######## counting_gen ########
File: src/rtl/counting_gen.sv
// counting_gen: sends COUNT x (01,10,11) on num with a detector mirror; GAP_INSERT_EN adds GAP idle 00 symbols between repetitions
module counting_gen #(
  parameter int CNT_W = 8,
  parameter int GAP   = 1
) (
  input  logic             clk,
  input  logic             reset,
  input  logic             start,
  input  logic [CNT_W-1:0] count,
  input  logic             ready,
  output logic [1:0]       num,
  output logic             valid,
  output logic             busy,
  output logic             done,
  output logic [CNT_W-1:0] sent_cnt,
  output logic             exp_ans
);
  typedef enum logic [2:0] {IDLE, SEND1, SEND2, SEND3, GAP_ST, DONE} state_t;
  typedef enum logic [1:0] {M0, M1, M2, M3} mir_t;
  state_t state_q, state_d, rep_next;
  mir_t mir_q, mir_d;
  logic [CNT_W-1:0] cnt_q;
  logic last_rep, gap_last;
  assign last_rep = (sent_cnt + CNT_W'(1)) == cnt_q;
`ifdef GAP_INSERT_EN
  localparam int GW = GAP > 1 ? $clog2(GAP) : 1;
  logic [GW-1:0] gap_q;
  assign gap_last = gap_q == GW'(GAP - 1);
  assign rep_next = GAP > 0 ? GAP_ST : SEND1;
  always_ff @(posedge clk or posedge reset)
    if (reset) gap_q <= '0;
    else gap_q <= state_q == GAP_ST ? gap_q + GW'(1) : '0;
`else
  logic [31:0] unused_gap;
  assign unused_gap = GAP;
  assign gap_last = 1'b1;
  assign rep_next = SEND1;
`endif
  always_comb begin
    state_d = state_q;
    case (state_q)
      IDLE:    state_d = start ? (count == '0 ? DONE : SEND1) : IDLE;
      SEND1:   state_d = ready ? SEND2 : SEND1;
      SEND2:   state_d = ready ? SEND3 : SEND2;
      SEND3:   state_d = ready ? (last_rep ? DONE : rep_next) : SEND3;
      GAP_ST:  state_d = gap_last ? SEND1 : GAP_ST;
      DONE:    state_d = IDLE;
      default: state_d = IDLE;
    endcase
  end
  // Detector copy: tracks every driven symbol, including held ones and 00 fillers
  always_comb begin
    mir_d = mir_q;
    case (mir_q)
      M0:      mir_d = num == 2'b01 ? M1 : M0;
      M1:      mir_d = num == 2'b10 ? M2 : num == 2'b11 ? M0 : M1;
      M2:      mir_d = num == 2'b01 ? M1 : num == 2'b11 ? M3 : M2;
      default: mir_d = num == 2'b01 ? M1 : num == 2'b10 ? M0 : M3;
    endcase
  end
  always_ff @(posedge clk or posedge reset)
    if (reset) begin
      state_q  <= IDLE;
      mir_q    <= M0;
      cnt_q    <= '0;
      sent_cnt <= '0;
    end else begin
      state_q <= state_d;
      mir_q   <= mir_d;
      if (state_q == IDLE && start) begin
        cnt_q    <= count;
        sent_cnt <= '0;
      end else if (state_q == SEND3 && ready) sent_cnt <= sent_cnt + CNT_W'(1);
    end
  assign num     = state_q == SEND1 ? 2'b01 : state_q == SEND2 ? 2'b10 : state_q == SEND3 ? 2'b11 : 2'b00;
  assign valid   = state_q inside {SEND1, SEND2, SEND3};
  assign busy    = state_q != IDLE;
  assign done    = state_q == DONE;
  assign exp_ans = mir_q == M3;
endmodule

File: config.mk
export PLATFORM = sky130hd
export DESIGN_NAME = counting_gen
export DESIGN_NICKNAME = d
export VERILOG_FILES = /design/src/rtl/counting_gen.sv
export SDC_FILE = /design/constraint.sdc
export NUM_CORES = 1
export LEC_CHECK = 0
export CORE_MARGIN = 2
export CORE_UTILIZATION = 30
export DETAILED_ROUTE_END_ITERATION = 7
export GPL_ROUTABILITY_DRIVEN = 0
export HOLD_SLACK_MARGIN = 0.03
export SYNTH_ARGS = -nofsm -noshare
export SYNTH_HDL_FRONTEND = slang
export SYNTH_SLANG_ARGS = --single-unit
File: constraint.sdc
create_clock -name clk -period 1.5 [get_ports clk]
set_input_delay 0.3 -clock clk [delete_from_list [all_inputs] [get_ports clk]]
set_output_delay 0.3 -clock clk [all_outputs]
set_load 0.03 [all_outputs]
######## obstacle_collision ########
**src/rtl/game_pkg.sv**
```systemverilog
// Shared obstacle-field definitions for the obstacle generator and the collision checker.
// Latency: n/a (package only).
// Backpressure: n/a (package only).
//
// Contents: field sizes, play-area bounds, packed obstacle slice positions,
// off-screen sentinel values, game-mode encodings and the collision FSM state type.
package game_pkg;

   localparam int NUM_OBSTACLES = 10;
   localparam int SCREEN_WIDTH  = 640;
   localparam int UPPER_BOUND   = 20;
   localparam int LOWER_BOUND   = 440;

   // A slot parked at these coordinates is empty (left edge beyond the screen).
   localparam logic [9:0] OFFSCREEN_X = 10'd700;
   localparam logic [8:0] OFFSCREEN_Y = 9'd500;

   // obstacle_x slot = {left[19:10], right[9:0]}
   localparam int X_LEFT_HI  = 19;
   localparam int X_LEFT_LO  = 10;
   localparam int X_RIGHT_HI = 9;
   localparam int X_RIGHT_LO = 0;

   // obstacle_y slot = {top[17:9], bottom[8:0]}
   localparam int Y_TOP_HI = 17;
   localparam int Y_TOP_LO = 9;
   localparam int Y_BOT_HI = 8;
   localparam int Y_BOT_LO = 0;

   localparam logic [1:0] GM_CLEAR = 2'b00;
   localparam logic [1:0] GM_RUN   = 2'b01;

   typedef enum logic [1:0] {
      IDLE   = 2'd0,
      SCAN   = 2'd1,
      REPORT = 2'd2
   } coll_state_t;

   function automatic logic [19:0] pack_x(input logic [9:0] left, input logic [9:0] right);
      return {left, right};
   endfunction

   function automatic logic [17:0] pack_y(input logic [8:0] top, input logic [8:0] bottom);
      return {top, bottom};
   endfunction

endpackage

```
**src/rtl/rect_overlap.sv**
```systemverilog
// Strict axis-aligned overlap test of two rectangles; shared edges do not count.
// Latency: purely combinational.
// Backpressure: none.
//
// Ports: a_* / b_* - left, right, top, bottom edges of rectangles A and B (W bits each);
//        overlap   - 1 when the interiors intersect.
module rect_overlap #(
   parameter int W = 11
) (
   input  logic [W-1:0] a_left,
   input  logic [W-1:0] a_right,
   input  logic [W-1:0] a_top,
   input  logic [W-1:0] a_bottom,
   input  logic [W-1:0] b_left,
   input  logic [W-1:0] b_right,
   input  logic [W-1:0] b_top,
   input  logic [W-1:0] b_bottom,
   output logic         overlap
);

   assign overlap = (a_left < b_right) && (b_left < a_right) &&
                    (a_top  < b_bottom) && (b_top < a_bottom);

endmodule

```
**src/rtl/obstacle_collision.sv**
```systemverilog
// Per-frame collision check of the player against a snapshot of all obstacle slots and the play-area borders.
// Latency: done pulses NUM_OBSTACLES+1 clocks after the accepted frame_tick edge (one slot scanned per clock).
// Backpressure: none; a frame_tick arriving while busy is dropped and flagged in sticky tick_overrun.
//
// Ports: clk, rst_n (async active-low); frame_tick starts a scan when gamemode=01;
//        obstacle_x/obstacle_y packed slot rectangles; player_x/player_y player top-left corner;
//        busy, done, collision, border_hit, hit_index, hit_count, tick_overrun - scan status and results.
module obstacle_collision #(
   parameter int NUM_OBSTACLES = game_pkg::NUM_OBSTACLES,
   parameter int SCREEN_WIDTH  = game_pkg::SCREEN_WIDTH,
   parameter int UPPER_BOUND   = game_pkg::UPPER_BOUND,
   parameter int LOWER_BOUND   = game_pkg::LOWER_BOUND,
   parameter int PLAYER_W      = 20,
   parameter int PLAYER_H      = 20
) (
   input  logic                           clk,
   input  logic                           rst_n,
   input  logic                           frame_tick,
   input  logic [1:0]                     gamemode,
   input  logic [NUM_OBSTACLES-1:0][19:0] obstacle_x,
   input  logic [NUM_OBSTACLES-1:0][17:0] obstacle_y,
   input  logic [9:0]                     player_x,
   input  logic [8:0]                     player_y,
   output logic                           busy,
   output logic                           done,
   output logic                           collision,
   output logic                           border_hit,
   output logic [3:0]                     hit_index,
   output logic [7:0]                     hit_count,
   output logic                           tick_overrun
);

   import game_pkg::*;

   localparam logic [9:0]  SCREEN_W_C = 10'(SCREEN_WIDTH);
   localparam logic [8:0]  UPPER_C    = 9'(UPPER_BOUND);
   localparam logic [9:0]  LOWER_C    = 10'(LOWER_BOUND);
   localparam logic [10:0] PW_C       = 11'(PLAYER_W);
   localparam logic [9:0]  PH_C       = 10'(PLAYER_H);
   localparam logic [3:0]  LAST_IDX   = 4'(NUM_OBSTACLES - 1);
   localparam logic [3:0]  NO_HIT     = 4'hF;

   coll_state_t                    state;
   logic [NUM_OBSTACLES-1:0][19:0] snap_x;
   logic [NUM_OBSTACLES-1:0][17:0] snap_y;
   logic [9:0]                     snap_px;
   logic [8:0]                     snap_py;
   logic [3:0]                     idx;
   logic                           acc_hit;
   logic [3:0]                     acc_idx;

   // Player extents from the snapshot; widened so the sums never wrap.
   logic [10:0] p_right;
   logic [9:0]  p_bottom;
   logic        border;

   assign p_right  = {1'b0, snap_px} + PW_C;
   assign p_bottom = {1'b0, snap_py} + PH_C;
   assign border   = (snap_py < UPPER_C) || (p_bottom > LOWER_C);

   // Single comparator shared across all slots, steered by the scan index.
   logic [19:0] cur_x;
   logic [17:0] cur_y;
   logic [9:0]  cur_left;
   logic [9:0]  cur_right;
   logic [8:0]  cur_top;
   logic [8:0]  cur_bot;
   logic        overlap;
   logic        slot_hit;

   assign cur_x     = snap_x[idx];
   assign cur_y     = snap_y[idx];
   assign cur_left  = cur_x[X_LEFT_HI:X_LEFT_LO];
   assign cur_right = cur_x[X_RIGHT_HI:X_RIGHT_LO];
   assign cur_top   = cur_y[Y_TOP_HI:Y_TOP_LO];
   assign cur_bot   = cur_y[Y_BOT_HI:Y_BOT_LO];

   rect_overlap #(.W(11)) u_overlap (
      .a_left   ({1'b0, snap_px}),
      .a_right  (p_right),
      .a_top    ({2'b00, snap_py}),
      .a_bottom ({1'b0, p_bottom}),
      .b_left   ({1'b0, cur_left}),
      .b_right  ({1'b0, cur_right}),
      .b_top    ({2'b00, cur_top}),
      .b_bottom ({2'b00, cur_bot}),
      .overlap  (overlap)
   );

   // Parked slots (left edge off-screen) never count as hits.
   assign slot_hit = overlap && (cur_left < SCREEN_W_C);

   always_ff @(posedge clk or negedge rst_n) begin
      if (!rst_n) begin
         state        <= IDLE;
         snap_x       <= '0;
         snap_y       <= '0;
         snap_px      <= '0;
         snap_py      <= '0;
         idx          <= '0;
         acc_hit      <= 1'b0;
         acc_idx      <= NO_HIT;
         busy         <= 1'b0;
         done         <= 1'b0;
         collision    <= 1'b0;
         border_hit   <= 1'b0;
         hit_index    <= NO_HIT;
         hit_count    <= '0;
         tick_overrun <= 1'b0;
      end else begin
         done <= 1'b0;

         // busy covers SCAN and REPORT, so a tick during either is an overrun.
         if (frame_tick && busy) begin
            tick_overrun <= 1'b1;
         end

         if (gamemode == GM_CLEAR) begin
            // Clear mode wins over everything: drop any scan, wipe results, keep the overrun flag.
            state      <= IDLE;
            busy       <= 1'b0;
            collision  <= 1'b0;
            border_hit <= 1'b0;
            hit_index  <= NO_HIT;
            hit_count  <= '0;
         end else begin
            case (state)
               IDLE: begin
                  if (frame_tick && (gamemode == GM_RUN)) begin
                     snap_x  <= obstacle_x;
                     snap_y  <= obstacle_y;
                     snap_px <= player_x;
                     snap_py <= player_y;
                     idx     <= '0;
                     acc_hit <= 1'b0;
                     acc_idx <= NO_HIT;
                     busy    <= 1'b1;
                     state   <= SCAN;
                  end
               end
               SCAN: begin
                  if (slot_hit) begin
                     acc_hit <= 1'b1;
                     if (acc_idx == NO_HIT) begin
                        acc_idx <= idx;
                     end
                  end
                  if (idx == LAST_IDX) begin
                     state <= REPORT;
                  end else begin
                     idx <= idx + 4'd1;
                  end
               end
               REPORT: begin
                  collision  <= acc_hit | border;
                  border_hit <= border;
                  hit_index  <= acc_idx;
                  if ((acc_hit | border) && (hit_count != 8'hFF)) begin
                     hit_count <= hit_count + 8'd1;
                  end
                  done  <= 1'b1;
                  busy  <= 1'b0;
                  state <= IDLE;
               end
               default: begin
                  busy  <= 1'b0;
                  state <= IDLE;
               end
            endcase
         end
      end
   end

endmodule

```
**config.mk**
```make
export PLATFORM = sky130hd
export DESIGN_NAME = obstacle_collision
export DESIGN_NICKNAME = d
export VERILOG_FILES = /design/src/rtl/game_pkg.sv /design/src/rtl/rect_overlap.sv /design/src/rtl/obstacle_collision.sv
export SDC_FILE = /design/constraint.sdc
export NUM_CORES = 1
export LEC_CHECK = 0
export CORE_MARGIN = 2
export CORE_UTILIZATION = 57
export CTS_BUF_LIST = sky130_fd_sc_hd__clkbuf_2
export DETAILED_ROUTE_END_ITERATION = 7
export GPL_ROUTABILITY_DRIVEN = 0
export GPL_TIMING_DRIVEN = 0
export HOLD_SLACK_MARGIN = 0.05
export PLACE_DENSITY = 0.9
export SLEW_MARGIN = 20
export SYNTH_ARGS = -nofsm -noshare
export SYNTH_HDL_FRONTEND = slang
export SYNTH_SLANG_ARGS = --single-unit
```
**constraint.sdc**
```tcl
create_clock -name clk -period 10.7 [get_ports clk]
set_input_delay 2.14 -clock clk [delete_from_list [all_inputs] [get_ports clk]]
set_output_delay 2.14 -clock clk [all_outputs]
set_load 0.01 [all_outputs]
```
######## acc_delay_line_flat ########
File: src/rtl/lvdc_pkg.sv
// Shared constants and types for the accumulator delay line.
package lvdc_pkg;

  // Bits per stored word; one bit circulates per bit time.
  localparam int WORD_BITS = 26;

  // Width of the bit-position counter (covers 0..WORD_BITS-1).
  localparam int POS_BITS = 5;

  // ALIGN: waiting for a word-sync strobe; RUN: line circulating.
  typedef enum logic {
    ALIGN = 1'b0,
    RUN   = 1'b1
  } state_t;

endpackage

File: src/rtl/acc_delay_line_if.sv
// Bit-serial connection between the arithmetic section (master) and the
// accumulator delay line (slave), plus the observation/load side path.
//
// Handshake: there is no valid/ready pair. bit_stb is a one-clock qualifier;
// sync_in, dl31 and dl44 are only meaningful on a clock where bit_stb is high.
// load is a one-clock command that takes priority over a coincident bit_stb.
// All outputs are registered and change only on the rising clock edge
// (or immediately on reset).
interface acc_delay_line_if
  import lvdc_pkg::*;
#(
  parameter int WIDTH = WORD_BITS
);

  logic                bit_stb;
  logic                sync_in;
  logic                dl44;
  logic                dl31;
  logic                load;
  logic [WIDTH-1:0]    load_data;

  logic                acc0;
  logic [POS_BITS-1:0] bit_pos;
  logic                word_end;
  logic                acc_zero;
  logic                acc_sign;
  logic                aligned;
  logic [WIDTH-1:0]    word;
  state_t              state;

  modport master (
    output bit_stb, sync_in, dl44, dl31, load, load_data,
    input  acc0, bit_pos, word_end, acc_zero, acc_sign, aligned, word, state
  );

  modport slave (
    input  bit_stb, sync_in, dl44, dl31, load, load_data,
    output acc0, bit_pos, word_end, acc_zero, acc_sign, aligned, word, state
  );

endinterface

File: src/rtl/acc_delay_line_bit_timer.sv
// Modulo-WIDTH bit-position counter with sync-force, load-clear and a
// registered end-of-word pulse.
module bit_timer
  import lvdc_pkg::*;
#(
  parameter int WIDTH = WORD_BITS
) (
  input  logic                clk,
  input  logic                rst,
  input  logic                stb,       // shift strobe already gated by the FSM
  input  logic                sync,      // strobe is bit position 0
  input  logic                load,      // parallel load, resets position
  output logic [POS_BITS-1:0] pos,
  output logic                word_end,
  output logic                last,      // this strobe shifts bit WIDTH-1
  output logic                slip       // sync arrived away from position 0
);

  localparam logic [POS_BITS-1:0] LAST_POS = POS_BITS'(WIDTH - 1);

  logic [POS_BITS-1:0] eff_pos;

  // A sync strobe is always treated as position 0, whatever the counter says.
  always_comb begin
    eff_pos = sync ? '0 : pos;
    slip    = stb & sync & (pos != '0);
    last    = stb & (eff_pos == LAST_POS);
  end

  // Advance the position on each strobe and pulse word_end after the last bit.
  always_ff @(posedge clk or posedge rst) begin
    if (rst) begin
      pos      <= '0;
      word_end <= 1'b0;
    end else if (load) begin
      pos      <= '0;
      word_end <= 1'b0;
    end else if (stb) begin
      word_end <= last;
      pos      <= (eff_pos == LAST_POS) ? '0 : eff_pos + 1'b1;
    end else begin
      word_end <= 1'b0;
    end
  end

endmodule

File: src/rtl/acc_delay_line.sv
// Serial accumulator store: a WIDTH-bit recirculating shift register that
// replaces the glass delay line, with word alignment, zero/sign capture and
// a parallel load/observe path.
module acc_delay_line
  import lvdc_pkg::*;
#(
  parameter int   WIDTH     = WORD_BITS,
  parameter logic ZERO_INIT = 1'b1
) (
  input logic              clk,
  input logic              rst,
  acc_delay_line_if.slave  bus
);

  logic [WIDTH-1:0]    line;
  state_t              state;
  logic                aligned_q;
  logic                zero_q;
  logic                sign_q;
  logic                acc_q;      // OR of the bits written so far this word

  logic                run_stb;
  logic                tail;
  logic [POS_BITS-1:0] pos;
  logic                word_end;
  logic                last;
  logic                slip;

  // A strobe shifts when running, or when a sync strobe pulls ALIGN into RUN.
  // DL31 is active low: 0 writes DL44, 1 recirculates the line head.
  always_comb begin
    run_stb = bus.bit_stb & ~bus.load & ((state == RUN) | bus.sync_in);
    tail    = bus.dl31 ? line[0] : bus.dl44;
  end

  bit_timer #(
    .WIDTH (WIDTH)
  ) u_bit_timer (
    .clk      (clk),
    .rst      (rst),
    .stb      (run_stb),
    .sync     (bus.sync_in),
    .load     (bus.load),
    .pos      (pos),
    .word_end (word_end),
    .last     (last),
    .slip     (slip)
  );

  // FSM, line shift and per-word zero/sign capture; load beats a strobe.
  always_ff @(posedge clk or posedge rst) begin
    if (rst) begin
      line      <= '0;
      state     <= ALIGN;
      aligned_q <= 1'b0;
      zero_q    <= ZERO_INIT;
      sign_q    <= 1'b0;
      acc_q     <= 1'b0;
    end else if (bus.load) begin
      line      <= bus.load_data;
      state     <= RUN;
      aligned_q <= 1'b1;
      acc_q     <= 1'b0;
      zero_q    <= (bus.load_data == '0);
      sign_q    <= bus.load_data[WIDTH-1];
    end else if (run_stb) begin
      line      <= {tail, line[WIDTH-1:1]};
      state     <= RUN;
      aligned_q <= 1'b1;
      if (last) begin
        zero_q <= ~(acc_q | tail);
        sign_q <= tail;
        acc_q  <= 1'b0;
      end else if (slip) begin
        // Realignment starts a fresh word at position 0.
        acc_q <= tail;
      end else begin
        acc_q <= acc_q | tail;
      end
    end
  end

  assign bus.acc0     = line[0];
  assign bus.bit_pos  = pos;
  assign bus.word_end = word_end;
  assign bus.acc_zero = zero_q;
  assign bus.acc_sign = sign_q;
  assign bus.aligned  = aligned_q;
  assign bus.word     = line;
  assign bus.state    = state;

endmodule
File: src/flat_wrapper.sv
// flat-port wrapper written by rule: the top's interface ports become plain ports
module acc_delay_line_flat import lvdc_pkg::*;
#(
  parameter int   WIDTH     = WORD_BITS,
  parameter logic ZERO_INIT = 1'b1
)
  (clk, rst, bus_bit_stb, bus_sync_in, bus_dl44, bus_dl31, bus_load, bus_load_data, bus_acc0, bus_bit_pos, bus_word_end, bus_acc_zero, bus_acc_sign, bus_aligned, bus_word, bus_state);
  acc_delay_line_if #(.WIDTH(WIDTH)) bus_i ();
  input logic clk;
  input logic rst;
  input wire logic [$bits(bus_i.bit_stb)-1:0] bus_bit_stb;
  input wire logic [$bits(bus_i.sync_in)-1:0] bus_sync_in;
  input wire logic [$bits(bus_i.dl44)-1:0] bus_dl44;
  input wire logic [$bits(bus_i.dl31)-1:0] bus_dl31;
  input wire logic [$bits(bus_i.load)-1:0] bus_load;
  input wire logic [$bits(bus_i.load_data)-1:0] bus_load_data;
  output wire logic [$bits(bus_i.acc0)-1:0] bus_acc0;
  output wire logic [$bits(bus_i.bit_pos)-1:0] bus_bit_pos;
  output wire logic [$bits(bus_i.word_end)-1:0] bus_word_end;
  output wire logic [$bits(bus_i.acc_zero)-1:0] bus_acc_zero;
  output wire logic [$bits(bus_i.acc_sign)-1:0] bus_acc_sign;
  output wire logic [$bits(bus_i.aligned)-1:0] bus_aligned;
  output wire logic [$bits(bus_i.word)-1:0] bus_word;
  output wire logic [$bits(bus_i.state)-1:0] bus_state;
  assign bus_i.bit_stb = bus_bit_stb;
  assign bus_i.sync_in = bus_sync_in;
  assign bus_i.dl44 = bus_dl44;
  assign bus_i.dl31 = bus_dl31;
  assign bus_i.load = bus_load;
  assign bus_i.load_data = bus_load_data;
  assign bus_acc0 = bus_i.acc0;
  assign bus_bit_pos = bus_i.bit_pos;
  assign bus_word_end = bus_i.word_end;
  assign bus_acc_zero = bus_i.acc_zero;
  assign bus_acc_sign = bus_i.acc_sign;
  assign bus_aligned = bus_i.aligned;
  assign bus_word = bus_i.word;
  assign bus_state = bus_i.state;
  acc_delay_line #(.WIDTH(WIDTH), .ZERO_INIT(ZERO_INIT)) u_core (.clk(clk), .rst(rst), .bus(bus_i));
endmodule
File: config.mk
export PLATFORM = sky130hd
export DESIGN_NAME = acc_delay_line_flat
export DESIGN_NICKNAME = d
export VERILOG_FILES = /design/src/rtl/lvdc_pkg.sv /design/src/rtl/acc_delay_line_if.sv /design/src/rtl/acc_delay_line_bit_timer.sv /design/src/rtl/acc_delay_line.sv /design/src/flat_wrapper.sv
export SDC_FILE = /design/constraint.sdc
export NUM_CORES = 1
export LEC_CHECK = 0
export CAP_MARGIN = 20
export CORE_MARGIN = 2
export CORE_UTILIZATION = 44
export DETAILED_ROUTE_END_ITERATION = 7
export HOLD_SLACK_MARGIN = 0.1
export PLACE_DENSITY = 0.8
export REMOVE_ABC_BUFFERS = 1
export SYNTH_ARGS = -nofsm -noshare
export SYNTH_HDL_FRONTEND = slang
export SYNTH_SLANG_ARGS = --single-unit
File: constraint.sdc
create_clock -name clk -period 2 [get_ports clk]
set_input_delay 0.3 -clock clk [delete_from_list [all_inputs] [get_ports clk]]
set_output_delay 0.3 -clock clk [all_outputs]
set_load 0.01 [all_outputs]
######## alu_sequencer_flat ########
### src/rtl/alu_sequencer_if.sv
// Request/response/ALU-side bundle for alu_sequencer.
// Latency: none (wires only).
// Backpressure: req_valid/req_ready on the request side, rsp_valid/rsp_ready on the response side.
// Ports (signals):
//   req_valid/req_ready/req_op/req_x/req_y   request channel
//   rsp_valid/rsp_ready/rsp_out/rsp_zr/rsp_ng/rsp_err   response channel
//   alu_x/alu_y/alu_ctl -> ALU, alu_out/alu_zr/alu_ng <- ALU
// Modports: slave = the sequencer's view, master = requester + ALU side.
interface alu_sequencer_if #(
    parameter int W   = 16,
    parameter int OPW = 5
);
    logic           req_valid;
    logic           req_ready;
    logic [OPW-1:0] req_op;
    logic [W-1:0]   req_x;
    logic [W-1:0]   req_y;

    logic           rsp_valid;
    logic           rsp_ready;
    logic [W-1:0]   rsp_out;
    logic           rsp_zr;
    logic           rsp_ng;
    logic           rsp_err;

    logic [W-1:0]   alu_x;
    logic [W-1:0]   alu_y;
    logic [5:0]     alu_ctl;
    logic [W-1:0]   alu_out;
    logic           alu_zr;
    logic           alu_ng;

    modport slave (
        input  req_valid, req_op, req_x, req_y, rsp_ready, alu_out, alu_zr, alu_ng,
        output req_ready, rsp_valid, rsp_out, rsp_zr, rsp_ng, rsp_err, alu_x, alu_y, alu_ctl
    );

    modport master (
        output req_valid, req_op, req_x, req_y, rsp_ready, alu_out, alu_zr, alu_ng,
        input  req_ready, rsp_valid, rsp_out, rsp_zr, rsp_ng, rsp_err, alu_x, alu_y, alu_ctl
    );
endinterface

### src/rtl/alu_sequencer.sv
// Front end for the 16-bit Hack ALU: decodes opcodes, runs one ALU pass (or a 16-step multiply), returns a registered response.
// Latency: illegal op 1 cycle, single-pass op 2 cycles, multiply 17 cycles (accept edge to rsp_valid).
// Backpressure: one request in flight; req_ready only in IDLE, response held stable until rsp_ready.
// Ports: clk (rising edge), reset (async, active-high), bus (alu_sequencer_if.slave: req_*, rsp_*, alu_*).
// Build option: define ALU_SEQ_MUL_EN to make opcode 18 a shift-add multiply (x*y mod 2^16);
// without it the multiply datapath is not built and opcode 18 is treated as illegal.
module alu_sequencer #(
    parameter int W   = 16,
    parameter int OPW = 5
) (
    input  logic               clk,
    input  logic               reset,
    alu_sequencer_if.slave     bus
);

`ifdef ALU_SEQ_MUL_EN
    typedef enum logic [1:0] {IDLE, EXEC, MUL, RESP} state_t;
`else
    typedef enum logic [1:0] {IDLE, EXEC, RESP} state_t;
`endif

    localparam logic [5:0] CTL_ZERO = 6'b101010;
    localparam logic [5:0] CTL_ADD  = 6'b000010;

    // Returns {legal, zx,nx,zy,ny,f,no}.
    function automatic logic [6:0] decode(input logic [OPW-1:0] op);
        case (op)
            5'd0:    decode = {1'b1, 6'b101010};
            5'd1:    decode = {1'b1, 6'b111111};
            5'd2:    decode = {1'b1, 6'b111010};
            5'd3:    decode = {1'b1, 6'b001100};
            5'd4:    decode = {1'b1, 6'b110000};
            5'd5:    decode = {1'b1, 6'b001101};
            5'd6:    decode = {1'b1, 6'b110001};
            5'd7:    decode = {1'b1, 6'b001111};
            5'd8:    decode = {1'b1, 6'b110011};
            5'd9:    decode = {1'b1, 6'b011111};
            5'd10:   decode = {1'b1, 6'b110111};
            5'd11:   decode = {1'b1, 6'b001110};
            5'd12:   decode = {1'b1, 6'b110010};
            5'd13:   decode = {1'b1, 6'b000010};
            5'd14:   decode = {1'b1, 6'b010011};
            5'd15:   decode = {1'b1, 6'b000111};
            5'd16:   decode = {1'b1, 6'b000000};
            5'd17:   decode = {1'b1, 6'b010101};
`ifdef ALU_SEQ_MUL_EN
            5'd18:   decode = {1'b1, CTL_ADD};
`endif
            default: decode = {1'b0, CTL_ZERO};
        endcase
    endfunction

    state_t         state_q, state_d;
    logic [OPW-1:0] op_q, op_d;
    logic [W-1:0]   x_q, x_d;
    logic [W-1:0]   y_q, y_d;

    logic           rsp_valid_q, rsp_valid_d;
    logic [W-1:0]   rsp_out_q, rsp_out_d;
    logic           rsp_zr_q, rsp_zr_d;
    logic           rsp_ng_q, rsp_ng_d;
    logic           rsp_err_q, rsp_err_d;

    logic [6:0]     dec_req;
    logic [6:0]     dec_op;

`ifdef ALU_SEQ_MUL_EN
    logic [W-1:0]   acc_q, acc_d;
    logic [W-1:0]   mc_q, mc_d;
    logic [W-1:0]   mp_q, mp_d;
    logic [3:0]     cnt_q, cnt_d;
    logic [W-1:0]   acc_nx;
`endif

    assign bus.req_ready = (state_q == IDLE) && !reset;

    assign bus.rsp_valid = rsp_valid_q;
    assign bus.rsp_out   = rsp_out_q;
    assign bus.rsp_zr    = rsp_zr_q;
    assign bus.rsp_ng    = rsp_ng_q;
    assign bus.rsp_err   = rsp_err_q;

    always_comb begin
        state_d     = state_q;
        op_d        = op_q;
        x_d         = x_q;
        y_d         = y_q;
        rsp_valid_d = rsp_valid_q;
        rsp_out_d   = rsp_out_q;
        rsp_zr_d    = rsp_zr_q;
        rsp_ng_d    = rsp_ng_q;
        rsp_err_d   = rsp_err_q;
        bus.alu_x   = '0;
        bus.alu_y   = '0;
        bus.alu_ctl = CTL_ZERO;
        dec_req     = decode(bus.req_op);
        dec_op      = decode(op_q);
`ifdef ALU_SEQ_MUL_EN
        acc_d       = acc_q;
        mc_d        = mc_q;
        mp_d        = mp_q;
        cnt_d       = cnt_q;
        acc_nx      = acc_q;
`endif

        case (state_q)
            IDLE: begin
                if (bus.req_valid && bus.req_ready) begin
                    op_d = bus.req_op;
                    x_d  = bus.req_x;
                    y_d  = bus.req_y;
`ifdef ALU_SEQ_MUL_EN
                    if (bus.req_op == 5'd18) begin
                        state_d = MUL;
                        acc_d   = '0;
                        mc_d    = bus.req_x;
                        mp_d    = bus.req_y;
                        cnt_d   = '0;
                    end else
`endif
                    if (dec_req[6]) begin
                        state_d = EXEC;
                    end else begin
                        // Illegal opcode: answer immediately with an all-zero result.
                        state_d     = RESP;
                        rsp_valid_d = 1'b1;
                        rsp_out_d   = '0;
                        rsp_zr_d    = 1'b1;
                        rsp_ng_d    = 1'b0;
                        rsp_err_d   = 1'b1;
                    end
                end
            end

            EXEC: begin
                bus.alu_x   = x_q;
                bus.alu_y   = y_q;
                bus.alu_ctl = dec_op[5:0];
                state_d     = RESP;
                rsp_valid_d = 1'b1;
                rsp_out_d   = bus.alu_out;
                rsp_zr_d    = bus.alu_zr;
                rsp_ng_d    = bus.alu_ng;
                rsp_err_d   = 1'b0;
            end

`ifdef ALU_SEQ_MUL_EN
            MUL: begin
                // One shift-add step per cycle; the ALU computes acc + mc.
                bus.alu_x   = acc_q;
                bus.alu_y   = mc_q;
                bus.alu_ctl = CTL_ADD;
                acc_nx      = mp_q[0] ? bus.alu_out : acc_q;
                acc_d       = acc_nx;
                mc_d        = mc_q << 1;
                mp_d        = mp_q >> 1;
                cnt_d       = cnt_q + 4'd1;
                if (cnt_q == 4'd15) begin
                    state_d     = RESP;
                    rsp_valid_d = 1'b1;
                    rsp_out_d   = acc_nx;
                    rsp_zr_d    = (acc_nx == '0);
                    rsp_ng_d    = acc_nx[W-1];
                    rsp_err_d   = 1'b0;
                end
            end
`endif

            RESP: begin
                if (bus.rsp_ready) begin
                    state_d     = IDLE;
                    rsp_valid_d = 1'b0;
                end
            end

            default: state_d = IDLE;
        endcase
    end

    always_ff @(posedge clk or posedge reset) begin
        if (reset) begin
            state_q     <= IDLE;
            op_q        <= '0;
            x_q         <= '0;
            y_q         <= '0;
            rsp_valid_q <= 1'b0;
            rsp_out_q   <= '0;
            rsp_zr_q    <= 1'b0;
            rsp_ng_q    <= 1'b0;
            rsp_err_q   <= 1'b0;
        end else begin
            state_q     <= state_d;
            op_q        <= op_d;
            x_q         <= x_d;
            y_q         <= y_d;
            rsp_valid_q <= rsp_valid_d;
            rsp_out_q   <= rsp_out_d;
            rsp_zr_q    <= rsp_zr_d;
            rsp_ng_q    <= rsp_ng_d;
            rsp_err_q   <= rsp_err_d;
        end
    end

`ifdef ALU_SEQ_MUL_EN
    always_ff @(posedge clk or posedge reset) begin
        if (reset) begin
            acc_q <= '0;
            mc_q  <= '0;
            mp_q  <= '0;
            cnt_q <= '0;
        end else begin
            acc_q <= acc_d;
            mc_q  <= mc_d;
            mp_q  <= mp_d;
            cnt_q <= cnt_d;
        end
    end
`endif

endmodule

### src/flat_wrapper.sv
// flat-port wrapper written by rule: the top's interface ports become plain ports
module alu_sequencer_flat 
#(
    parameter int W   = 16,
    parameter int OPW = 5
)
  (clk, reset, bus_req_valid, bus_req_op, bus_req_x, bus_req_y, bus_rsp_ready, bus_alu_out, bus_alu_zr, bus_alu_ng, bus_req_ready, bus_rsp_valid, bus_rsp_out, bus_rsp_zr, bus_rsp_ng, bus_rsp_err, bus_alu_x, bus_alu_y, bus_alu_ctl);
  alu_sequencer_if #(.W(W), .OPW(OPW)) bus_i ();
  input  logic clk;
  input  logic reset;
  input wire logic [$bits(bus_i.req_valid)-1:0] bus_req_valid;
  input wire logic [$bits(bus_i.req_op)-1:0] bus_req_op;
  input wire logic [$bits(bus_i.req_x)-1:0] bus_req_x;
  input wire logic [$bits(bus_i.req_y)-1:0] bus_req_y;
  input wire logic [$bits(bus_i.rsp_ready)-1:0] bus_rsp_ready;
  input wire logic [$bits(bus_i.alu_out)-1:0] bus_alu_out;
  input wire logic [$bits(bus_i.alu_zr)-1:0] bus_alu_zr;
  input wire logic [$bits(bus_i.alu_ng)-1:0] bus_alu_ng;
  output wire logic [$bits(bus_i.req_ready)-1:0] bus_req_ready;
  output wire logic [$bits(bus_i.rsp_valid)-1:0] bus_rsp_valid;
  output wire logic [$bits(bus_i.rsp_out)-1:0] bus_rsp_out;
  output wire logic [$bits(bus_i.rsp_zr)-1:0] bus_rsp_zr;
  output wire logic [$bits(bus_i.rsp_ng)-1:0] bus_rsp_ng;
  output wire logic [$bits(bus_i.rsp_err)-1:0] bus_rsp_err;
  output wire logic [$bits(bus_i.alu_x)-1:0] bus_alu_x;
  output wire logic [$bits(bus_i.alu_y)-1:0] bus_alu_y;
  output wire logic [$bits(bus_i.alu_ctl)-1:0] bus_alu_ctl;
  assign bus_i.req_valid = bus_req_valid;
  assign bus_i.req_op = bus_req_op;
  assign bus_i.req_x = bus_req_x;
  assign bus_i.req_y = bus_req_y;
  assign bus_i.rsp_ready = bus_rsp_ready;
  assign bus_i.alu_out = bus_alu_out;
  assign bus_i.alu_zr = bus_alu_zr;
  assign bus_i.alu_ng = bus_alu_ng;
  assign bus_req_ready = bus_i.req_ready;
  assign bus_rsp_valid = bus_i.rsp_valid;
  assign bus_rsp_out = bus_i.rsp_out;
  assign bus_rsp_zr = bus_i.rsp_zr;
  assign bus_rsp_ng = bus_i.rsp_ng;
  assign bus_rsp_err = bus_i.rsp_err;
  assign bus_alu_x = bus_i.alu_x;
  assign bus_alu_y = bus_i.alu_y;
  assign bus_alu_ctl = bus_i.alu_ctl;
  alu_sequencer #(.W(W), .OPW(OPW)) u_core (.clk(clk), .reset(reset), .bus(bus_i));
endmodule
### config.mk
export PLATFORM = sky130hd
export DESIGN_NAME = alu_sequencer_flat
export DESIGN_NICKNAME = d
export VERILOG_FILES = /design/src/rtl/alu_sequencer_if.sv /design/src/rtl/alu_sequencer.sv /design/src/flat_wrapper.sv
export SDC_FILE = /design/constraint.sdc
export NUM_CORES = 1
export LEC_CHECK = 0
export ABC_AREA = 1
export CORE_ASPECT_RATIO = 0.6
export CORE_MARGIN = 3
export CORE_UTILIZATION = 38
export DETAILED_ROUTE_END_ITERATION = 8
export GPL_TIMING_DRIVEN = 0
export PLACE_DENSITY = 0.86
export SLEW_MARGIN = 20
export SYNTH_ARGS = -nofsm -noshare
export SYNTH_HDL_FRONTEND = slang
export SYNTH_SLANG_ARGS = --single-unit
### constraint.sdc
create_clock -name clk -period 2.1 [get_ports clk]
set_clock_uncertainty 0.1 [all_clocks]
set_input_delay 0.63 -clock clk [delete_from_list [all_inputs] [get_ports clk]]
set_output_delay 0.63 -clock clk [all_outputs]
set_load 0.005 [all_outputs]
### Clock wires, drivers and flops, counting_gen

Scale: 6 px per um.
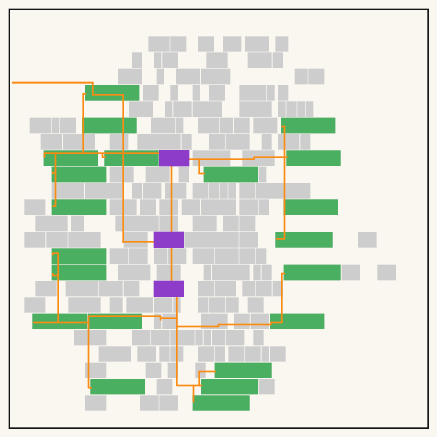
legend:
  cells driving clock nets:
    colour: purple
    count: 3
  clock wires:
    colour: orange
    length: 273 um
  flip-flops:
    colour: green
    count: 21
routed clock nets: 4
Worst Skew: 0.00479 ns
insertion delay of the later-clocked pin in the worst-skew pair: 0.26 ns
clock network fraction of design power: 0.110
clock network power consumption: 0.366 mW

==> impl.org, counting_gen <==
#+TITLE: Physical design notes

** Outcome
- Failing checks :: negative setup slack
- Outcome :: finished with violations

** Final timing
- Max-slew check failures listed in the final report amount to 0.
- Count of final setup violators :: 15
- Worst Setup Slack, final :: -0.0831 ns

** Clock network
- Number of buffers added by the clock tree synthesis step :: 3

** Final layout
- Leaving out fill and tap cells, the most frequent cells in the layout are buf_4, dfrtp_1, nand2_1, o21ai_1.

** Global route
- Via count of the first global-routing pass :: 1104
- The number of antenna violations at the first check in global routing was 0.

** Logic synthesis
- Number of distinct standard cells referenced by the synthesized netlist :: 38

** Floorplanning
- The initial utilization of the core area, before any placement, comes to 0.318.

** Power
- Summed over all nets, the switching power comes to 1.36 mW.

** Drt
- DR WL/cell :: 13.7 um
- DRT iter0 DRCs :: 22

** Placement
- The pre-CTS setup check shows a worst slack of -0.154 ns.

** Setup path
- The startpoint identified for the worst register-to-register timing path is state_q[2].
- Critical path's top delay family :: simple AND/OR/NAND/NOR gates
counting_gen: worst reg2reg max path, cell delays in order (launching register included):
cell and delay (ns):
dfrtp_1 0.40, or3_4 0.40, buf_6 0.14, nor2_4 0.12, buf_12 0.13, mux2_4 0.29
counting_gen: how the worst max path moves through the flow:
stage | start | endpoint | slack (ns)
after floorplan | state_q[1] | cnt_q[0] | -0.07
after global placement | state_q[2] | busy | -0.14
after detailed placement | state_q[2] | busy | -0.15
after CTS | state_q[0] | busy | -0.19
after global routing | state_q[2] | cnt_q[5] | -0.11
final | state_q[2] | cnt_q[0] | -0.08
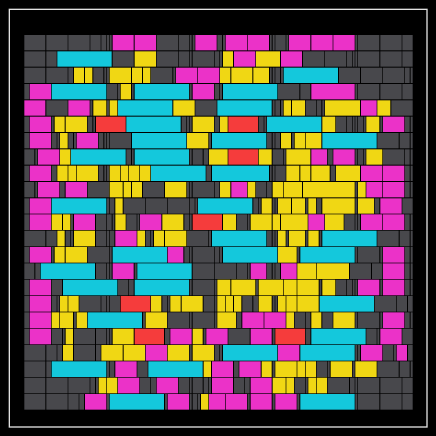
*Placed cells, one colour a class, acc_delay_line_flat*
Scale: 6 px per um. Fill, decap, tap and diode cells in grey.
legend:
  flip-flops:
    colour: cyan
    cells: 36
    share_of_their_area: 34%
  all other logic:
    colour: yellow
    cells: 133
    share_of_their_area: 34%
  other buffers and delay cells:
    colour: magenta
    cells: 79
    share_of_their_area: 29%
  clock drivers and dummy loads:
    colour: red
    cells: 7
    share_of_their_area: 3.6%
core region area: 4060 sq um
Final Util: 0.676
number of rows in the core area: 23
share of cell area taken by flip-flops and latches: 0.329

==> impl.org, acc_delay_line_flat <==
#+TITLE: Physical design notes

** Outcome
- Outcome :: finished, final reports clean

** Clock network
- Clock tree from TritonCTS :: yes
- Counting every sink on the clock net gives 36.
- On the worst setup and hold paths after CTS, the clock-pin slew comes to 0.07 ns.
- Per the TritonCTS log, the buffer count is 5.
- Gates resized during post-CTS repair numbered 0.

** Final layout
- Summing all flip-flop and latch instances after layout gives 902 sq um.
- Layout cells sized above 1 :: 0.110
- Comb/total area :: 0.330
- FFs & Latches :: 36
- Non-Filler Instances :: 305
- Multi-input gate area in the final layout :: 906 sq um

** Logic synthesis
- Of the total synthesized cell area, the portion taken by full adders, half adders and majority gates is 0.00665.
- Per the synthesis report, the XOR/XNOR share of the synthesized area is 0.00931.
- A synthesized cell averages 10.4 sq um.
- Sorting the synthesized cells by area gives the leading types as dfrtp_1, mux2i_1, nand2_1.
- Proportion of register bits with asynchronous set or reset after synthesis :: 1.00
- The synthesis run identifies the leading combinational cell family as simple AND/OR/NAND/NOR gates.

** Floorplanning
- In this run the count of I/O pins placed on the die edge is 70.
- The floorplan report lists the tap cell count as 50.

** Power
- Power share of the combinational group :: 0.230
- The power report lists cell-internal power as 1.34 mW.
- Overall power after layout :: 1.81 mW
- The script extracted a net switching power of 0.471 mW.

** Final timing
- Fmax achieved :: 555 MHz
- Setup repair after global routing left no endpoint under its margin.

** Setup path
- Delay of the slowest cell on the worst path :: 0.46 ns
- Required time of the critical path :: 2.23 ns
- The worst setup path is captured at a flip-flop.
- Path type of the worst setup path :: in2reg
- Worst setup path endpoint :: u_core.u_bit_timer.pos[4]

** Placement
- Final Wtd Congestion :: 0.806
- After detailed placement, the total cell area comes to 2650 sq um.
- Detailed placement finished with a half-perimeter wire length of 3440 um.
- The placement report lists the number of port buffers as 69.

** Drt
- Vias :: 1632

** Global route
- Across every metal layer, demand over resource in global routing totals 0.201.
## acc_delay_line_flat: routing by layer
metal | vias to the layer above | routed length, um | part of all wire | GRT usage
met5 | - | 0 | 0 | 0
met4 | 0 | 103 | 0.022 | 0.0719
met3 | 11 | 307 | 0.066 | 0.0654
met2 | 54 | 2200 | 0.47 | 0.326
met1 | 769 | 2030 | 0.44 | 0.250
li1 | 798 | - | - | -
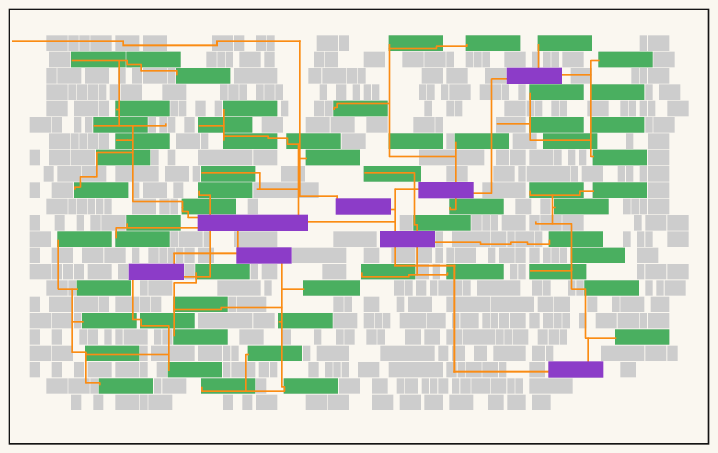
*Clock wires, drivers and flops, alu_sequencer_flat*
Scale: 6 px per um.
legend:
  flip-flops:
    colour: green
    count: 59
  clock wires:
    colour: orange
    length: 832 um
  cells driving clock nets:
    colour: purple
    count: 9
routed clock nets: 10
clock network fraction of design power: 0.345
clock network power consumption: 1.60 mW

==> impl.org, alu_sequencer_flat <==
#+TITLE: Physical design notes

** Logic synthesis
- Proportion of register bits with asynchronous set or reset after synthesis :: 1.00
- Post-synthesis cell area :: 2770 sq um
- Per the synth stats, the flop cell with the highest instance count is dfrtp_1.
- Xor/xnor cell area share of the yosys netlist :: 0
- Per the synthesis report, the simple-gate share of the synthesized area is 0.251.
- The synthesis report lists the Yosys warning total as 0.
- Per Yosys stat, the portion of area used by sequential elements is 0.532.
- Ranked by instance count, the synthesized netlist is headed by nand2_1, dfrtp_1, inv_1, nor2_1, o21ai_0.
- Leading area contributor after synthesis :: dfrtp_1
- Top cell type by instance count after synthesis :: nand2_1

** Outcome
- Failing checks :: negative setup slack
- The flow ran to the end, but the final reports show violations.

** Drt
- DR WL/cell :: 15.5 um
- Number of search-and-repair iterations in the first detailed-routing pass :: 4
- The detailed router used layers up to and including met4.

** Final layout
- Comb/total area :: 0.265
- Of all the cell area in the finished design, non-clock buffers hold 0.311.
- Most common logic cells in the final layout :: nand2_1, clkdlybuf4s50_1, dfrtp_1
- Per the run report, area growth between synthesis and finish was 80.4%.

** Setup path
- Critical path's top delay family :: flip-flops
- The report puts the cell count of the worst reg-to-reg path at 7.
- Slowest-stage cell, CP :: dfrtp_2
- On the critical path the data arrives at 1.58 ns.
- Delay of the slowest cell on the worst path :: 0.46 ns
- Setup slack on the worst flop-to-flop path :: 0.27 ns
- The number of buffers and inverters on the critical path is 2.
- Maximum fanout along the worst path :: 4
- Launch point of the critical path :: u_core.op_q[0]

** Final timing
- Setup repair after global routing missed its margin :: yes
- Endpoints with negative setup slack in the final report add up to 30.
- Setup slack on the critical path of the routed design comes to -0.213 ns.

** Worst hold path
- The most critical min-delay path falls under in2async.

** Clock network
- Clock-pin slew on the worst setup and hold paths :: 0.06 ns
- Number of gates resized after cts :: 229
- Clock root buffer master :: clkbuf_16
- The later pin in the worst-skew pair is clocked with a latency of 0.31 ns.

** Placement
- After its last routability iteration, the placer logged a weighted congestion of 0.950.
- OpenSTA, run right after detailed placement, puts the worst setup slack at -0.787 ns.

** Global route
- Met3 track utilization from global routing :: 0.0808
- The number of antenna violations at the first check in global routing was 0.

** Power
- Power share of the combinational group :: 0.313
- Of the total power, registers draw 0.342.
- Top pwr grp :: the clock network
- Leakage power summed over all cells :: 2.38 nW
- Combinational cell power :: 1.45 mW
[alu_sequencer_flat: logic make-up after synthesis]
family	Yosys count
buffers and inverters	62
adder cells (fa/ha/maj)	5
AND/OR/NAND/NOR	167
flip-flops	59
AND-OR/OR-AND	51
[alu_sequencer_flat: metrics by stage]
step | TNS [ns] | power, mW | std cells
floorplan | -19.38 | 2.10 | 344
global placement | -94.88 | 2.61 | 548
detailed placement | -49.66 | 2.67 | 549
CTS | -2.90 | 4.48 | 588
global route | -5.21 | 4.91 | 595
finish | -3.29 | 4.64 | 595
### Placed cells, one colour a class, obstacle_collision

Scale: 2 px per um. Fill, decap, tap and diode cells in grey.
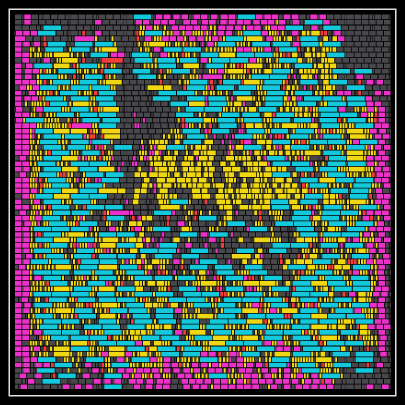
legend:
  all other logic:
    colour: yellow
    cells: 1657
    share_of_their_area: 35%
  clock drivers and dummy loads:
    colour: red
    cells: 191
    share_of_their_area: 3.7%
  flip-flops:
    colour: cyan
    cells: 427
    share_of_their_area: 42%
  other buffers and delay cells:
    colour: magenta
    cells: 558
    share_of_their_area: 19%
number of rows in the core area: 69
core region area: 35300 sq um

==> impl.org, obstacle_collision <==
#+TITLE: Physical design notes

** Clock network
- Number of gates resized after cts :: 0
- Looking at the clock tree report, the maximum root-to-sink buffer count equals 3.
- TritonCTS built the clock tree.
- Insertion delay of the later-clocked pin in the worst-skew pair :: 1.08 ns
- The number of clock buffers added by TritonCTS is 104.
- Hold buffers post-CTS :: 0

** Power
- Switching Share :: 0.397
- Combinational cell power :: 2.53 mW
- Overall power after layout :: 6.11 mW
- Leakage power summed over all cells :: 13.0 nW

** Drt
- Detailed routing placed a total of 7900 um of wire on met3.
- Detailed-routing wirelength on met1 :: 24700 um
- DRC violations left :: 0

** Logic synthesis
- Ranked by instance count, the synthesized netlist is headed by nand2_1, dfrtp_1, clkbuf_1, mux4_2, mux2_2.
- Average cell area after synthesis :: 9.13 sq um
- Sorting the synthesis cell report by count puts at the top nand2_1.
- Number of instances in the synthesized netlist :: 2218
- In this run, the synthesized area fraction spent on xor and xnor cells is recorded as 0.00562.
- Ys flop type :: dfrtp_1

** Final timing
- The pin closest to its max-slew limit shows a slew of 1.04 ns.
- In the final report, the number of hold violations comes to 0.
- Fmax achieved :: 169 MHz
- The worst path in the final design needs a cycle of 5.92 ns, including I/O delays and setup.
- Worst Setup Slack, final :: 4.78 ns
- Setup repair after global routing missed its margin :: no

** Outcome
- Outcome :: finished, final reports clean

** Global route
- Across every metal layer, demand over resource in global routing totals 0.387.
- Highest-utilization routing layer at the global route stage :: met2
- Global routing finished with a remaining overflow of 0.

** Final layout
- Between the synthesized netlist and the finished layout, the area growth was recorded as 28.9%.
- In the final design database the tool counted 3192 nets.
- Multi-input gate area in the final layout :: 8980 sq um
- There are 427 flip-flops and latches.

** Setup path
- Launch point of the critical path :: idx[1]
- Walking the critical path from launch to capture passes 13 cell instances.
- Slowest-stage cell, CP :: clkbuf_1
- The timing report attributes the biggest portion of critical-path delay to buffers and inverters.
- RR Startpoint :: idx[1]
- Worst Path Arrival :: 6.85 ns

** Worst hold path
- The worst hold path terminates at snap_x[135].
- The worst hold path belongs to the class reg2reg.
- The number of cells on the worst hold path is listed as 2.

** Floorplanning
- According to the floorplan report, the die height is 192 um.
- In this run the horizontal extent of the chip is 192 um.
- In the floorplan report the effective utilization is 0.573.
## obstacle_collision: worst register-to-register path, stage by stage, from the launching register on
cell       delay, ns
dfrtp_1         0.66
clkbuf_1        0.74
clkbuf_1        0.62
clkbuf_1        0.71
mux4_2          0.42
a22oi_1         0.39
a2bb2oi_1       0.36
ha_1            0.32
a21o_1          0.16
a21o_1          0.17
a222oi_1        0.32
o2111ai_1       0.30
nor4b_1         0.49
o21a_1          0.16

## Gallery

Clock wiring as the flow saved it.
Plate I
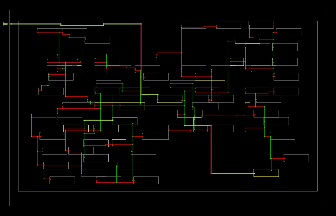
Plate II
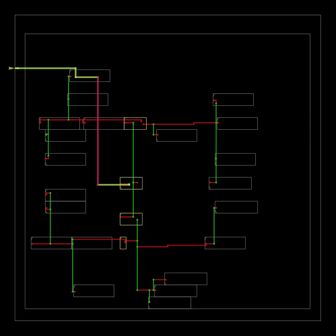
Plate III
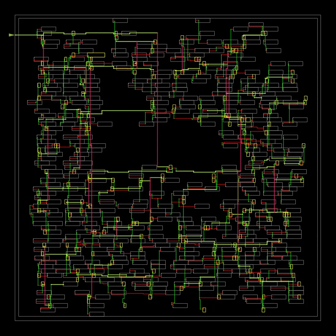
Plate IV
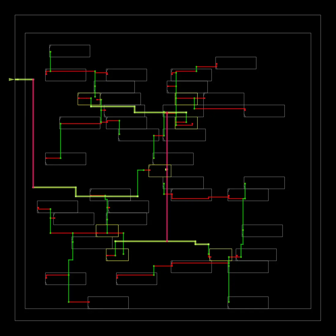
- alu_sequencer_flat = Plate I
- obstacle_collision = Plate III
- acc_delay_line_flat = Plate IV
- counting_gen = Plate II



==> screenshots <==
M2 wires.
image #1
Scale: 2 px per um. Cells faint in the background.
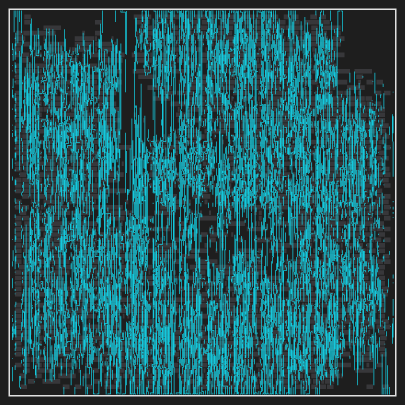
image #2
Scale: 6 px per um. Cells faint in the background.
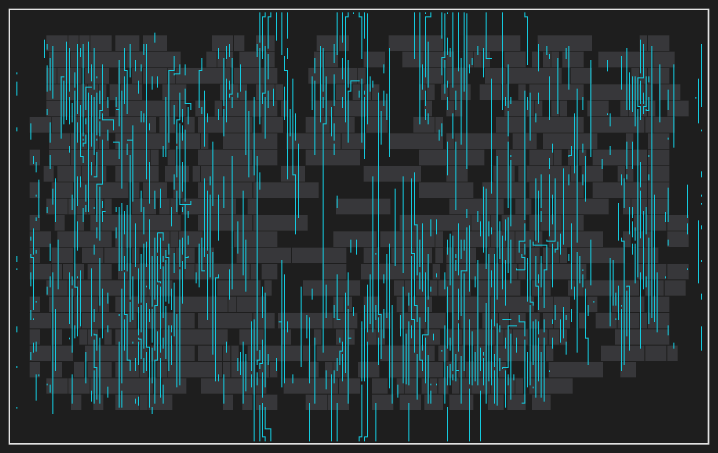
image #3
Scale: 6 px per um. Cells faint in the background.
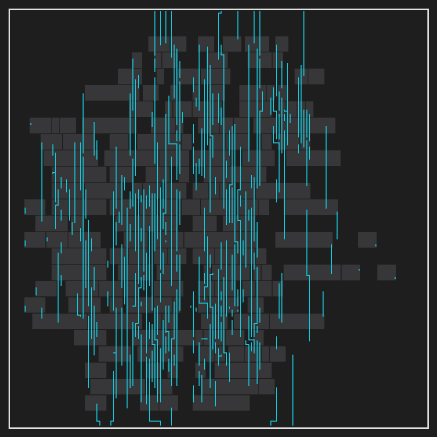
image #4
Scale: 6 px per um. Cells faint in the background.
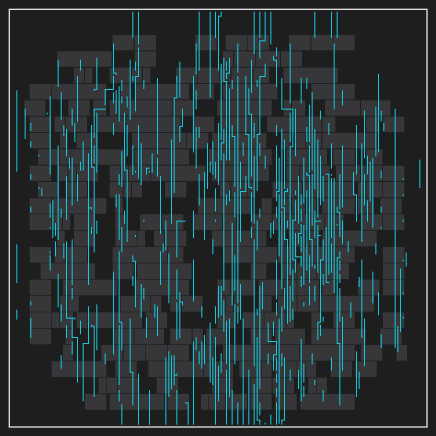
For obstacle_collision, see image #1.
For acc_delay_line_flat, see image #4.
For counting_gen, see image #3.
For alu_sequencer_flat, see image #2.

Key to image #1:
longest straight run: 74.8 um
nets with wire on the layer: 2766
wire length on this layer: 33.0 mm
share of all routed wire: 47%
main direction: vertical


==> screenshots <==
I/O nets highlighted.
picture 1
Scale: 4 px per um.
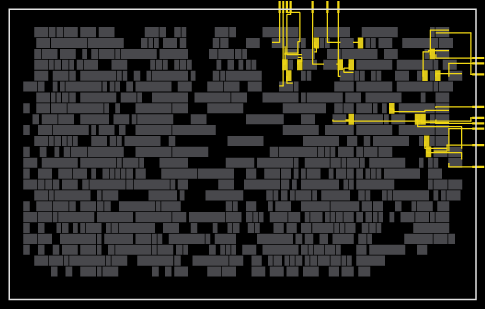
picture 2
Scale: 2 px per um.
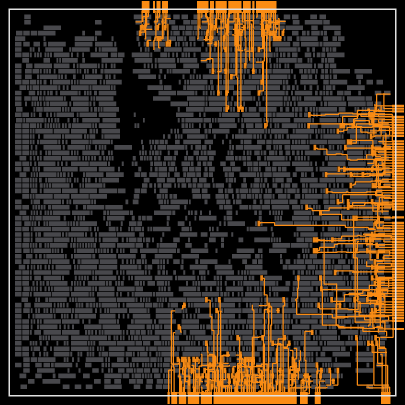
picture 3
Scale: 6 px per um.
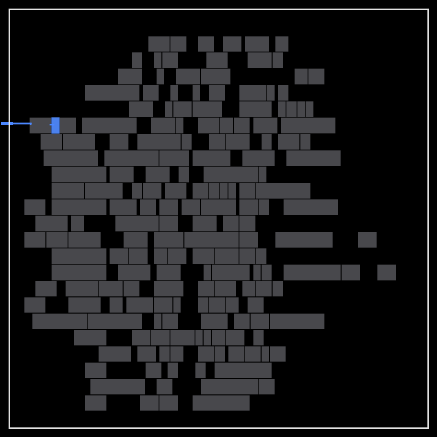
picture 4
Scale: 6 px per um.
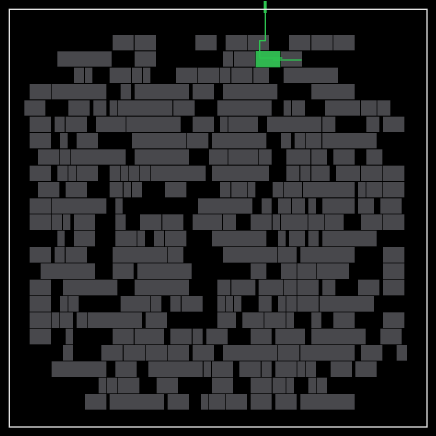
picture 3 -> counting_gen
picture 1 -> alu_sequencer_flat
picture 4 -> acc_delay_line_flat
picture 2 -> obstacle_collision
- most cells: picture 2

Key to picture 4:
legend:
  bus_dl44:
    colour: green
    direction: input
    end_cells: 1
    buffers: 1
    wire: 16.9 um

Power figures rest on the tool's default switching activity, not on a simulated workload.
